=== np_mac_sched_ctrl ===
==> np_mac_sched_ctrl/gates.png <==
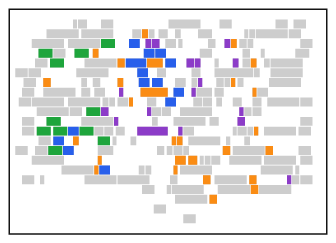

### config.mk
export PLATFORM = sky130hd
export DESIGN_NAME = np_mac_sched_ctrl
export DESIGN_NICKNAME = d
export VERILOG_FILES = /design/src/rtl/np_mac_sched_ctrl.sv
export SDC_FILE = /design/constraint.sdc
export NUM_CORES = 1
export LEC_CHECK = 0
export CELL_PAD_IN_SITES_DETAIL_PLACEMENT = 0
export CELL_PAD_IN_SITES_GLOBAL_PLACEMENT = 2
export CORE_ASPECT_RATIO = 0.7
export CORE_UTILIZATION = 35
export CTS_BUF_LIST = sky130_fd_sc_hd__clkbuf_4
export DETAILED_ROUTE_END_ITERATION = 12
export GPL_ROUTABILITY_DRIVEN = 0
export GPL_TIMING_DRIVEN = 0
export PLACE_DENSITY = 0.91
export SYNTH_ARGS = -nofsm -noshare
export SYNTH_HDL_FRONTEND = slang
export SYNTH_SLANG_ARGS = --single-unit
### constraint.sdc
create_clock -name clock_i -period 4.05 [get_ports clock_i]
set_input_delay 0.405 -clock clock_i [delete_from_list [all_inputs] [get_ports clock_i]]
set_output_delay 0.405 -clock clock_i [all_outputs]
set_load 0.05 [all_outputs]
### src/rtl/np_mac_sched_ctrl.sv
// np_mac_sched_ctrl: address/enable sequencer that feeds the FFN MAC and reports bank and pass completion
// Ports:
//   clock_i, reset_i           clock and asynchronous active-high reset
//   start_i, abort_i           begin a pass (IDLE only) / synchronous cancel
//   cfg_last_addr_i/_bank_i    last address and last bank of the pass, latched on start
//   stall_i                    MAC not ready; an issue happens on mult_en_o & ~stall_i
//   addr_o, ram_select_o       operand address and bank select
//   mult_en_o                  addr_o/ram_select_o are valid
//   acc_clear_o, acc_last_o    first / last address of a bank
//   bank_done_o, product_rdy_o pulses when the last product of a bank / pass leaves the MAC
//   busy_o, cfg_err_o          pass in progress / start rejected for a bad bank count
module np_mac_sched_ctrl #(
  parameter int ADDR_W    = 7,
  parameter int NUM_BANKS = 8,
  parameter int RSEL_W    = 3,
  parameter int PIPE_LAT  = 3
) (
  input  logic              clock_i,
  input  logic              reset_i,
  input  logic              start_i,
  input  logic              abort_i,
  input  logic [ADDR_W-1:0] cfg_last_addr_i,
  input  logic [RSEL_W-1:0] cfg_last_bank_i,
  input  logic              stall_i,
  output logic [ADDR_W-1:0] addr_o,
  output logic [RSEL_W-1:0] ram_select_o,
  output logic              mult_en_o,
  output logic              acc_clear_o,
  output logic              acc_last_o,
  output logic              bank_done_o,
  output logic              product_rdy_o,
  output logic              busy_o,
  output logic              cfg_err_o
);
  localparam logic [1:0] IDLE  = 2'd0;
  localparam logic [1:0] RUN   = 2'd1;
  localparam logic [1:0] DRAIN = 2'd2;
  localparam logic [RSEL_W:0]   NB       = (RSEL_W+1)'(NUM_BANKS);
  localparam logic [ADDR_W-1:0] ADDR_ONE = ADDR_W'(1);
  localparam logic [RSEL_W-1:0] BANK_ONE = RSEL_W'(1);
  localparam logic [PIPE_LAT-1:0] LSB    = PIPE_LAT'(1);
  logic [1:0]          state_q, state_d;
  logic [ADDR_W-1:0]   addr_q, addr_d, la_q, la_d;
  logic [RSEL_W-1:0]   bank_q, bank_d, lb_q, lb_d;
  logic                mult_en_q, mult_en_d, clr_q, clr_d, last_q, last_d;
  logic                busy_q, busy_d, err_q, err_d;
  logic [PIPE_LAT-1:0] tv_q, tv_d, tb_q, tb_d, tp_q, tp_d;
  logic                issue, a_end, b_end, cfg_bad;
  assign issue   = mult_en_q & ~stall_i;
  assign a_end   = addr_q == la_q;
  assign b_end   = bank_q == lb_q;
  assign cfg_bad = {1'b0, cfg_last_bank_i} >= NB;
  always_comb begin
    state_d   = state_q;
    addr_d    = addr_q;
    bank_d    = bank_q;
    mult_en_d = mult_en_q;
    clr_d     = clr_q;
    last_d    = last_q;
    la_d      = la_q;
    lb_d      = lb_q;
    err_d     = 1'b0;
    if (abort_i) begin
      state_d   = IDLE;
      addr_d    = '0;
      bank_d    = '0;
      mult_en_d = 1'b0;
      clr_d     = 1'b0;
      last_d    = 1'b0;
    end else if (state_q == IDLE && start_i) begin
      if (cfg_bad) begin
        err_d = 1'b1;
      end else begin
        state_d   = RUN;
        addr_d    = '0;
        bank_d    = '0;
        mult_en_d = 1'b1;
        clr_d     = 1'b1;
        last_d    = cfg_last_addr_i == '0;
        la_d      = cfg_last_addr_i;
        lb_d      = cfg_last_bank_i;
      end
    end else if (issue) begin
      if (!a_end) begin
        addr_d = addr_q + ADDR_ONE;
        clr_d  = 1'b0;
        last_d = (addr_q + ADDR_ONE) == la_q;
      end else if (!b_end) begin
        addr_d = '0;
        bank_d = bank_q + BANK_ONE;
        clr_d  = 1'b1;
        last_d = la_q == '0;
      end else begin
        state_d   = DRAIN;
        mult_en_d = 1'b0;
        clr_d     = 1'b0;
        last_d    = 1'b0;
      end
    end else if (state_q == DRAIN && product_rdy_o) begin
      state_d = IDLE;
    end
    busy_d = state_d != IDLE;
    // tag pipe shifts every cycle regardless of stall; abort drops in-flight tags
    tv_d = abort_i ? '0 : (tv_q << 1) | (issue ? LSB : '0);
    tb_d = abort_i ? '0 : (tb_q << 1) | (issue && a_end ? LSB : '0);
    tp_d = abort_i ? '0 : (tp_q << 1) | (issue && a_end && b_end ? LSB : '0);
  end
  always_ff @(posedge clock_i or posedge reset_i) begin
    if (reset_i) begin
      state_q   <= IDLE;
      addr_q    <= '0;
      bank_q    <= '0;
      la_q      <= '0;
      lb_q      <= '0;
      mult_en_q <= 1'b0;
      clr_q     <= 1'b0;
      last_q    <= 1'b0;
      busy_q    <= 1'b0;
      err_q     <= 1'b0;
      tv_q      <= '0;
      tb_q      <= '0;
      tp_q      <= '0;
    end else begin
      state_q   <= state_d;
      addr_q    <= addr_d;
      bank_q    <= bank_d;
      la_q      <= la_d;
      lb_q      <= lb_d;
      mult_en_q <= mult_en_d;
      clr_q     <= clr_d;
      last_q    <= last_d;
      busy_q    <= busy_d;
      err_q     <= err_d;
      tv_q      <= tv_d;
      tb_q      <= tb_d;
      tp_q      <= tp_d;
    end
  end
  assign addr_o        = addr_q;
  assign ram_select_o  = bank_q;
  assign mult_en_o     = mult_en_q;
  assign acc_clear_o   = clr_q;
  assign acc_last_o    = last_q;
  assign busy_o        = busy_q;
  assign cfg_err_o     = err_q;
  assign bank_done_o   = tv_q[PIPE_LAT-1] & tb_q[PIPE_LAT-1];
  assign product_rdy_o = tv_q[PIPE_LAT-1] & tp_q[PIPE_LAT-1];
endmodule
=== hazard_forward_unit ===
`src/rtl/hazard_forward_unit_pkg.sv`:
```
// Shared constants and types for the hazard/forwarding unit.
// Select encoding, stage indices, scoreboard entry layout.
package hazard_forward_unit_pkg;

  // fwd_sel value meaning "read the register file"
  localparam int SEL_REGFILE = 0;

  // default stage positions of scoreboard entries
  localparam int STG_EX  = 0;
  localparam int STG_MEM = 1;
  localparam int STG_WB  = 2;

  localparam int ADDR_LEN_DEF = 5;

  // select width: 0 for regfile plus one code per entry
  function automatic int sel_w(input int depth);
    return $clog2(depth + 1);
  endfunction

  // one in-flight producer, default address width
  typedef struct packed {
    logic                    valid;
    logic [ADDR_LEN_DEF-1:0] addr;
    logic                    is_load;
  } sb_entry_t;

endpackage

```
`src/rtl/hazard_forward_unit_match.sv`:
```
// One source operand checked against every scoreboard entry.
// In: enable, source address, entry vectors. Out: select, unready.
module fwd_src_match #(
  parameter int ADDR_LEN         = 5,
  parameter int DEPTH            = 3,
  parameter int LOAD_READY_STAGE = 1,
  parameter int SEL_W            = 2
) (
  input  logic                      en_i,
  input  logic [ADDR_LEN-1:0]       src_addr_i,
  input  logic [DEPTH-1:0]          ent_valid_i,
  input  logic [DEPTH*ADDR_LEN-1:0] ent_addr_i,
  input  logic [DEPTH-1:0]          ent_load_i,
  output logic [SEL_W-1:0]          sel_o,
  output logic                      unready_o
);

  logic [DEPTH-1:0] hit;

  // $zero is hardwired, so it never matches
  always_comb begin
    hit = '0;
    for (int k = 0; k < DEPTH; k++) begin
      hit[k] = en_i
            && (src_addr_i != '0)
            && ent_valid_i[k]
            && (ent_addr_i[k*ADDR_LEN +: ADDR_LEN]
                == src_addr_i);
    end
  end

  // walk oldest to youngest so the youngest
  // producer overwrites and wins
  always_comb begin
    sel_o     = '0;
    unready_o = 1'b0;
    for (int k = DEPTH - 1; k >= 0; k--) begin
      if (hit[k]) begin
        sel_o     = SEL_W'(k + 1);
        unready_o = ent_load_i[k]
                 && (k < LOAD_READY_STAGE);
      end
    end
  end

endmodule

```
`src/rtl/hazard_forward_unit.sv`:
```
// Scoreboard-based forwarding select and load-use stall for decode.
// In: decode instr info, flush, freeze. Out: fwd_sel, hazard_stall, stall_count.
module hazard_forward_unit
  import hazard_forward_unit_pkg::*;
#(
  parameter  int ADDR_LEN         = 5,
  parameter  int NUM_SRC          = 2,
  parameter  int DEPTH            = 3,
  parameter  int LOAD_READY_STAGE = 1,
  parameter  int CNT_W            = 16,
  localparam int SEL_W            = sel_w(DEPTH)
) (
  input  logic                        clk,
  input  logic                        rst,
  input  logic                        id_valid,
  input  logic                        id_reg_write,
  input  logic                        id_is_load,
  input  logic [ADDR_LEN-1:0]         id_dst_addr,
  input  logic [NUM_SRC-1:0]          id_src_valid,
  input  logic [NUM_SRC*ADDR_LEN-1:0] id_src_addr,
  input  logic                        flush,
  input  logic                        freeze,
  output logic [NUM_SRC*SEL_W-1:0]    fwd_sel,
  output logic                        hazard_stall,
  output logic [CNT_W-1:0]            stall_count
);

  // entry k lives at bit k / slice k
  logic [DEPTH-1:0]          vld_q, vld_d;
  logic [DEPTH-1:0]          ld_q, ld_d;
  logic [DEPTH*ADDR_LEN-1:0] addr_q, addr_d;
  logic [CNT_W-1:0]          cnt_q, cnt_d;

  logic [NUM_SRC*SEL_W-1:0]  sel_raw;
  logic [NUM_SRC-1:0]        unready;
  logic                      bubble;

  for (genvar g = 0; g < NUM_SRC; g++) begin : g_src
    fwd_src_match #(
      .ADDR_LEN         (ADDR_LEN),
      .DEPTH            (DEPTH),
      .LOAD_READY_STAGE (LOAD_READY_STAGE),
      .SEL_W            (SEL_W)
    ) u_match (
      .en_i        (id_valid & id_src_valid[g]),
      .src_addr_i  (id_src_addr[g*ADDR_LEN +: ADDR_LEN]),
      .ent_valid_i (vld_q),
      .ent_addr_i  (addr_q),
      .ent_load_i  (ld_q),
      .sel_o       (sel_raw[g*SEL_W +: SEL_W]),
      .unready_o   (unready[g])
    );
  end

  assign hazard_stall = |unready;
  // a stalled instruction is re-decoded next cycle,
  // so its selects are meaningless now
  assign fwd_sel      = hazard_stall ? '0 : sel_raw;
  assign stall_count  = cnt_q;
  assign bubble       = hazard_stall | flush;

  always_comb begin
    vld_d  = vld_q;
    ld_d   = ld_q;
    addr_d = addr_q;
    cnt_d  = cnt_q;
    if (!freeze) begin
      // advance every producer one stage; oldest drops
      vld_d  = vld_q << 1;
      ld_d   = ld_q << 1;
      addr_d = addr_q << ADDR_LEN;
      if (!bubble) begin
        vld_d[0] = id_valid && id_reg_write
                && (id_dst_addr != '0);
        ld_d[0]  = id_is_load;
        addr_d[ADDR_LEN-1:0] = id_dst_addr;
      end
      if (hazard_stall && (cnt_q != '1)) begin
        cnt_d = cnt_q + 1'b1;
      end
    end
  end

  always_ff @(posedge clk) begin
    if (rst) begin
      vld_q  <= '0;
      ld_q   <= '0;
      addr_q <= '0;
      cnt_q  <= '0;
    end else begin
      vld_q  <= vld_d;
      ld_q   <= ld_d;
      addr_q <= addr_d;
      cnt_q  <= cnt_d;
    end
  end

endmodule

```
`config.mk`:
```
export PLATFORM = sky130hd
export DESIGN_NAME = hazard_forward_unit
export DESIGN_NICKNAME = d
export VERILOG_FILES = /design/src/rtl/hazard_forward_unit_pkg.sv /design/src/rtl/hazard_forward_unit_match.sv /design/src/rtl/hazard_forward_unit.sv
export SDC_FILE = /design/constraint.sdc
export NUM_CORES = 1
export LEC_CHECK = 0
export CAP_MARGIN = 25
export CORE_MARGIN = 3
export CORE_UTILIZATION = 46
export DETAILED_ROUTE_END_ITERATION = 10
export HOLD_SLACK_MARGIN = 0.1
export PLACE_DENSITY = 0.75
export SKIP_LAST_GASP = 1
export SLEW_MARGIN = 20
export SYNTH_ARGS = -nofsm -noshare
export SYNTH_HDL_FRONTEND = slang
export SYNTH_HIERARCHICAL = 1
export SYNTH_SLANG_ARGS = --single-unit
```
`constraint.sdc`:
```
create_clock -name clk -period 2.4 [get_ports clk]
set_input_delay 0.24 -clock clk [delete_from_list [all_inputs] [get_ports clk]]
set_output_delay 0.24 -clock clk [all_outputs]
set_load 0.01 [all_outputs]
```
=== alu_fun ===
## src/rtl/alu_fun.sv

```systemverilog
// alu_fun: registered 8-op ALU, 1-cycle latency with valid; zero/ovf flags when ALU_FUN_FLAGS_EN is defined
module alu_fun #(
   parameter int WIDTH = 4
) (
   input  logic             clk,
   input  logic             rst_n,
   input  logic [WIDTH-1:0] a,
   input  logic [WIDTH-1:0] b,
   input  logic [2:0]       sel,
   input  logic             in_valid,
   output logic [WIDTH:0]   outp,
   output logic             out_valid
`ifdef ALU_FUN_FLAGS_EN
   ,
   output logic             zero,
   output logic             ovf
`endif
);
   logic [WIDTH:0] ae, be, res;
   assign ae = {1'b0, a};
   assign be = {1'b0, b};
   always_comb begin
      res = sel == 3'd0 ? ae + be :
            sel == 3'd1 ? ae - be :
            sel == 3'd2 ? (ae & be) :
            sel == 3'd3 ? (ae | be) :
            sel == 3'd4 ? (ae ^ be) :
            sel == 3'd5 ? {1'b0, ~a} :
            sel == 3'd6 ? {a, 1'b0} :
                          ae >> 1;
   end
   always_ff @(posedge clk) begin
      if (!rst_n) begin
         outp      <= '0;
         out_valid <= 1'b0;
      end else begin
         out_valid <= in_valid;
         if (in_valid) outp <= res;
      end
   end
`ifdef ALU_FUN_FLAGS_EN
   logic ovf_c;
   // signed overflow shows up as the WIDTH-bit result sign disagreeing with a's sign
   assign ovf_c = sel == 3'd0 ? (a[WIDTH-1] == b[WIDTH-1]) && (res[WIDTH-1] != a[WIDTH-1]) :
                  sel == 3'd1 ? (a[WIDTH-1] != b[WIDTH-1]) && (res[WIDTH-1] != a[WIDTH-1]) :
                                1'b0;
   always_ff @(posedge clk) begin
      if (!rst_n) begin
         zero <= 1'b0;
         ovf  <= 1'b0;
      end else if (in_valid) begin
         zero <= res == '0;
         ovf  <= ovf_c;
      end
   end
`endif
endmodule

```

## config.mk

```make
export PLATFORM = sky130hd
export DESIGN_NAME = alu_fun
export DESIGN_NICKNAME = d
export VERILOG_FILES = /design/src/rtl/alu_fun.sv
export SDC_FILE = /design/constraint.sdc
export NUM_CORES = 1
export LEC_CHECK = 0
export ABC_AREA = 1
export ABC_CLOCK_PERIOD_IN_PS = 1650
export CORE_MARGIN = 3
export CORE_UTILIZATION = 35
export CTS_BUF_LIST = sky130_fd_sc_hd__clkbuf_4 sky130_fd_sc_hd__clkbuf_8 sky130_fd_sc_hd__clkbuf_16
export DETAILED_ROUTE_END_ITERATION = 10
export DONT_BUFFER_PORTS = 1
export HOLD_SLACK_MARGIN = 0.08
export PLACE_DENSITY_LB_ADDON = 0.05
export SLEW_MARGIN = 5
export SYNTH_ARGS = -nofsm -noshare
export SYNTH_HDL_FRONTEND = slang
export SYNTH_SLANG_ARGS = --single-unit
```

## constraint.sdc

```tcl
create_clock -name clk -period 1.65 [get_ports clk]
set_input_delay 0.4125 -clock clk [delete_from_list [all_inputs] [get_ports clk]]
set_output_delay 0.4125 -clock clk [all_outputs]
set_load 0.02 [all_outputs]
```

==> np_mac_sched_ctrl/sizing.png <==
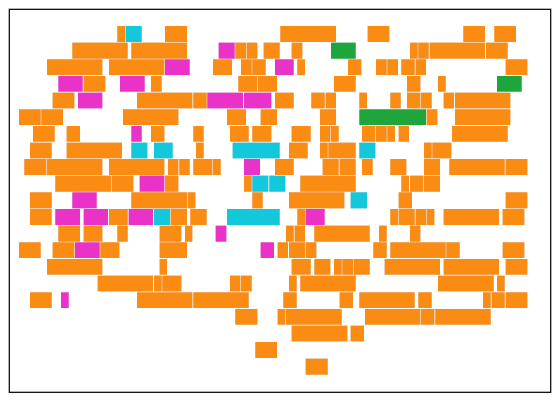
Key: cyan = x3 and x4 [cells 10, share 4.7%, most used clkbuf_4]; green = x6 and larger [cells 3, share 1.4%, most used buf_6]; orange = x1 and smaller [cells 178, share 84%, most used dfrtp_1]; magenta = x2 [cells 20, share 9.5%, most used mux2_2]

Notes on np_mac_sched_ctrl/gates.png above:
Key: purple = nand cells [cells 17, most used nand2_1]; blue = xor and xnor cells [cells 14, most used xor2_1]; orange = nor cells [cells 27, most used nor2_1]; green = mux cells [cells 11, most used mux2_2, where middle left]

==> ci_impl_report.md, np_mac_sched_ctrl <==
## Synthesis and layout report

| Metric | Value |
|---|---|
| Non-Filler Instances | 280 |
| Initial DRT Pass Iterations | 4 |
| Worst path cell trace | clkdlybuf4s50_1 |
| Tmin final | 2120 ps |
| Syn Inst Count | 173 |
| Critical path endpoint | addr_o[0] |
| Area fraction in xor and xnor cells | under 10% |
| Outcome | finished clean |
| Initial DRC count | 90 |
| Tapcells | about 69 |
| CTS tree | built |
| WHS Path Cells | 1 |
| Overflow after GRT | 0 |
| Fraction of layout cells with a size suffix above 1 | 15.6% |
| Adders+Majority by Area | about 1.4% |
| Clk pin slew, worst setup/hold paths | between 100 and 150 ps |
==> alu_fun/m2.png <==
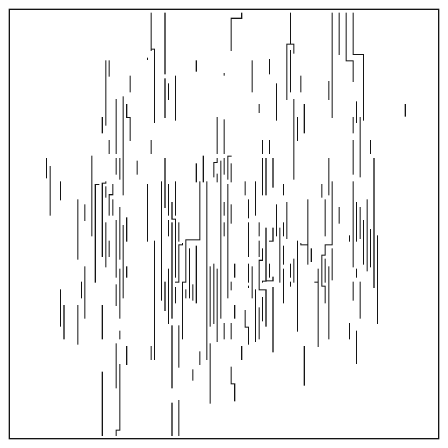
136 nets have wire on it. The layer carries 975 um of wire. The longest straight run is 23.5 um.

==> ci_impl_report.md, alu_fun <==
## Synthesis and layout report

| Metric | Value |
|---|---|
| AO/OA Area Share | 15.8% |
| # fillers | about 270 |
| Cell Area, Synth | between 800 and 900 um^2 |
| Seq share, synth | between 10% and 20% |
| Die H | 56.5 um |
| F_max | 0.683 GHz |
| Inst Count DP | 176 |
| Gr usage total | 15.2% |
| Outcome | finished clean |
| Commonest flop | dfxtp_1 |
| CTS tree | built |
| Tmin final | 1460 ps |
| Largest net degree at the start of global routing | 12 |
| Final estimated routing congestion in global placement | 0.832 |
| Largest registers | outp: 5 flops, out_valid: 1 flops |
| Largest family of logic cells by area | simple AND/OR/NAND/NOR gates |
| Most frequent CP cell | inv_1 |
| Cell count in the Yosys report | 142 |
| Switch Pwr | around 0.18 mW |
| Seq/total area | a little under an eighth |
| Initial DRC count | 14 |
==> hazard_forward_unit/gates.png <==
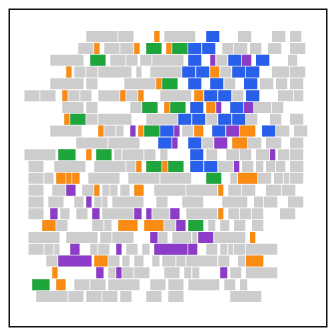
Key: orange = nor cells [cells 38, most used nor2_1]; purple = nand cells [cells 29, most used nand2_1]; blue = xor and xnor cells [cells 30, most used xnor2_1]; green = mux cells [cells 15, most used mux2i_1]

==> hazard_forward_unit/sizing.png <==
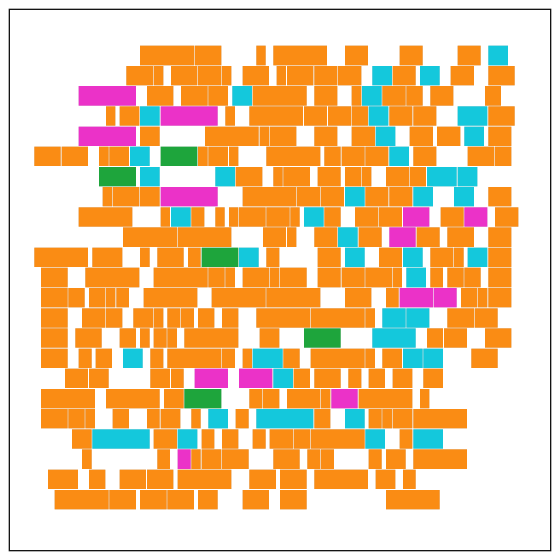
Key: orange = x1 and smaller [cells 249, share 81%, most used dfxtp_1]; green = x6 and larger [cells 5, share 1.6%, most used clkbuf_8]; magenta = x2 [cells 13, share 4.2%, most used dfxtp_2]; cyan = x3 and x4 [cells 42, share 14%, most used buf_4]

==> ci_impl_report.md, hazard_forward_unit <==
## Synthesis and layout report

| Metric | Value |
|---|---|
| Syn Nets | roughly 260 |
| Storage element area | 706 um^2 |
| Largest net degree at the start of global routing | 21 |
| RSZ-0062 raised after global routing | yes |
| Slew margin rel. | 54.8% |
| Switch Pwr | around 0.27 mW |
| Outcome | finished clean |
| Most instantiated logic cells after routing | buf_4 (33), dfxtp_1 (31), clkdlybuf4s50_1 (29), nor2_1 (22), xnor2_1 (16) |
| # DRC | 0 |
| HP Start | vld_q[0]$_SDFFE_PP0N_ |
| Setup TNS | 0 ps |
| Cts-stage hold buffer count | 0 |
| DR WL met3 | 308 um |
| Vias in the first global route | about 1,900 |
| Most frequent CP cell | dlygate4sd2_1 |
| Hold WS | 507 ps |
| DR vias | 2,011 |
| First-pass GRT wire length | 8.53 mm |
| CP max stage delay | around 560 ps |


==> layout pictures side by side <==
Clock wiring as the flow saved it.
Plate I
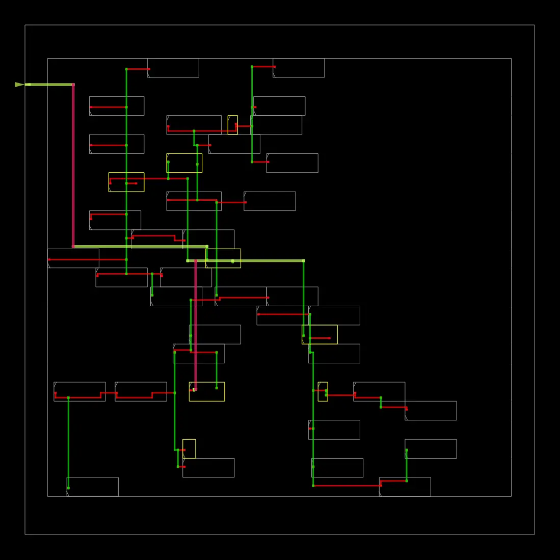
Plate II
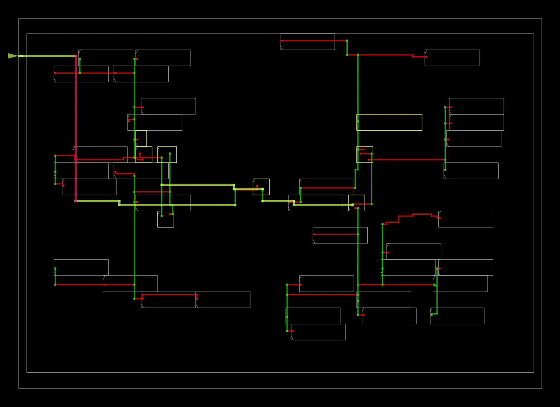
Plate III
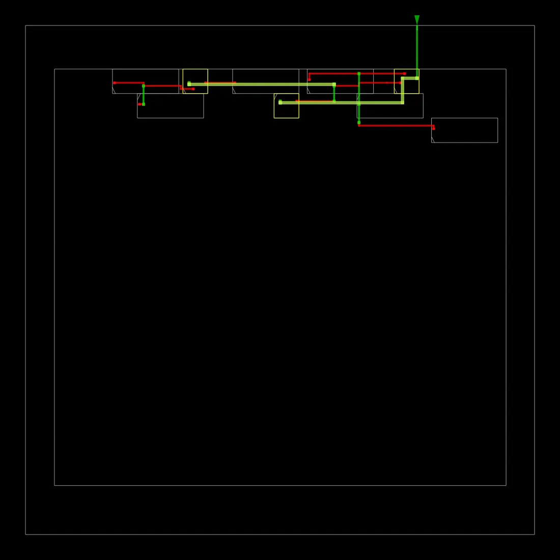
- Plate I = hazard_forward_unit
- Plate II = np_mac_sched_ctrl
- Plate III = alu_fun

Power figures rest on the tool's default switching activity, not on a simulated workload.
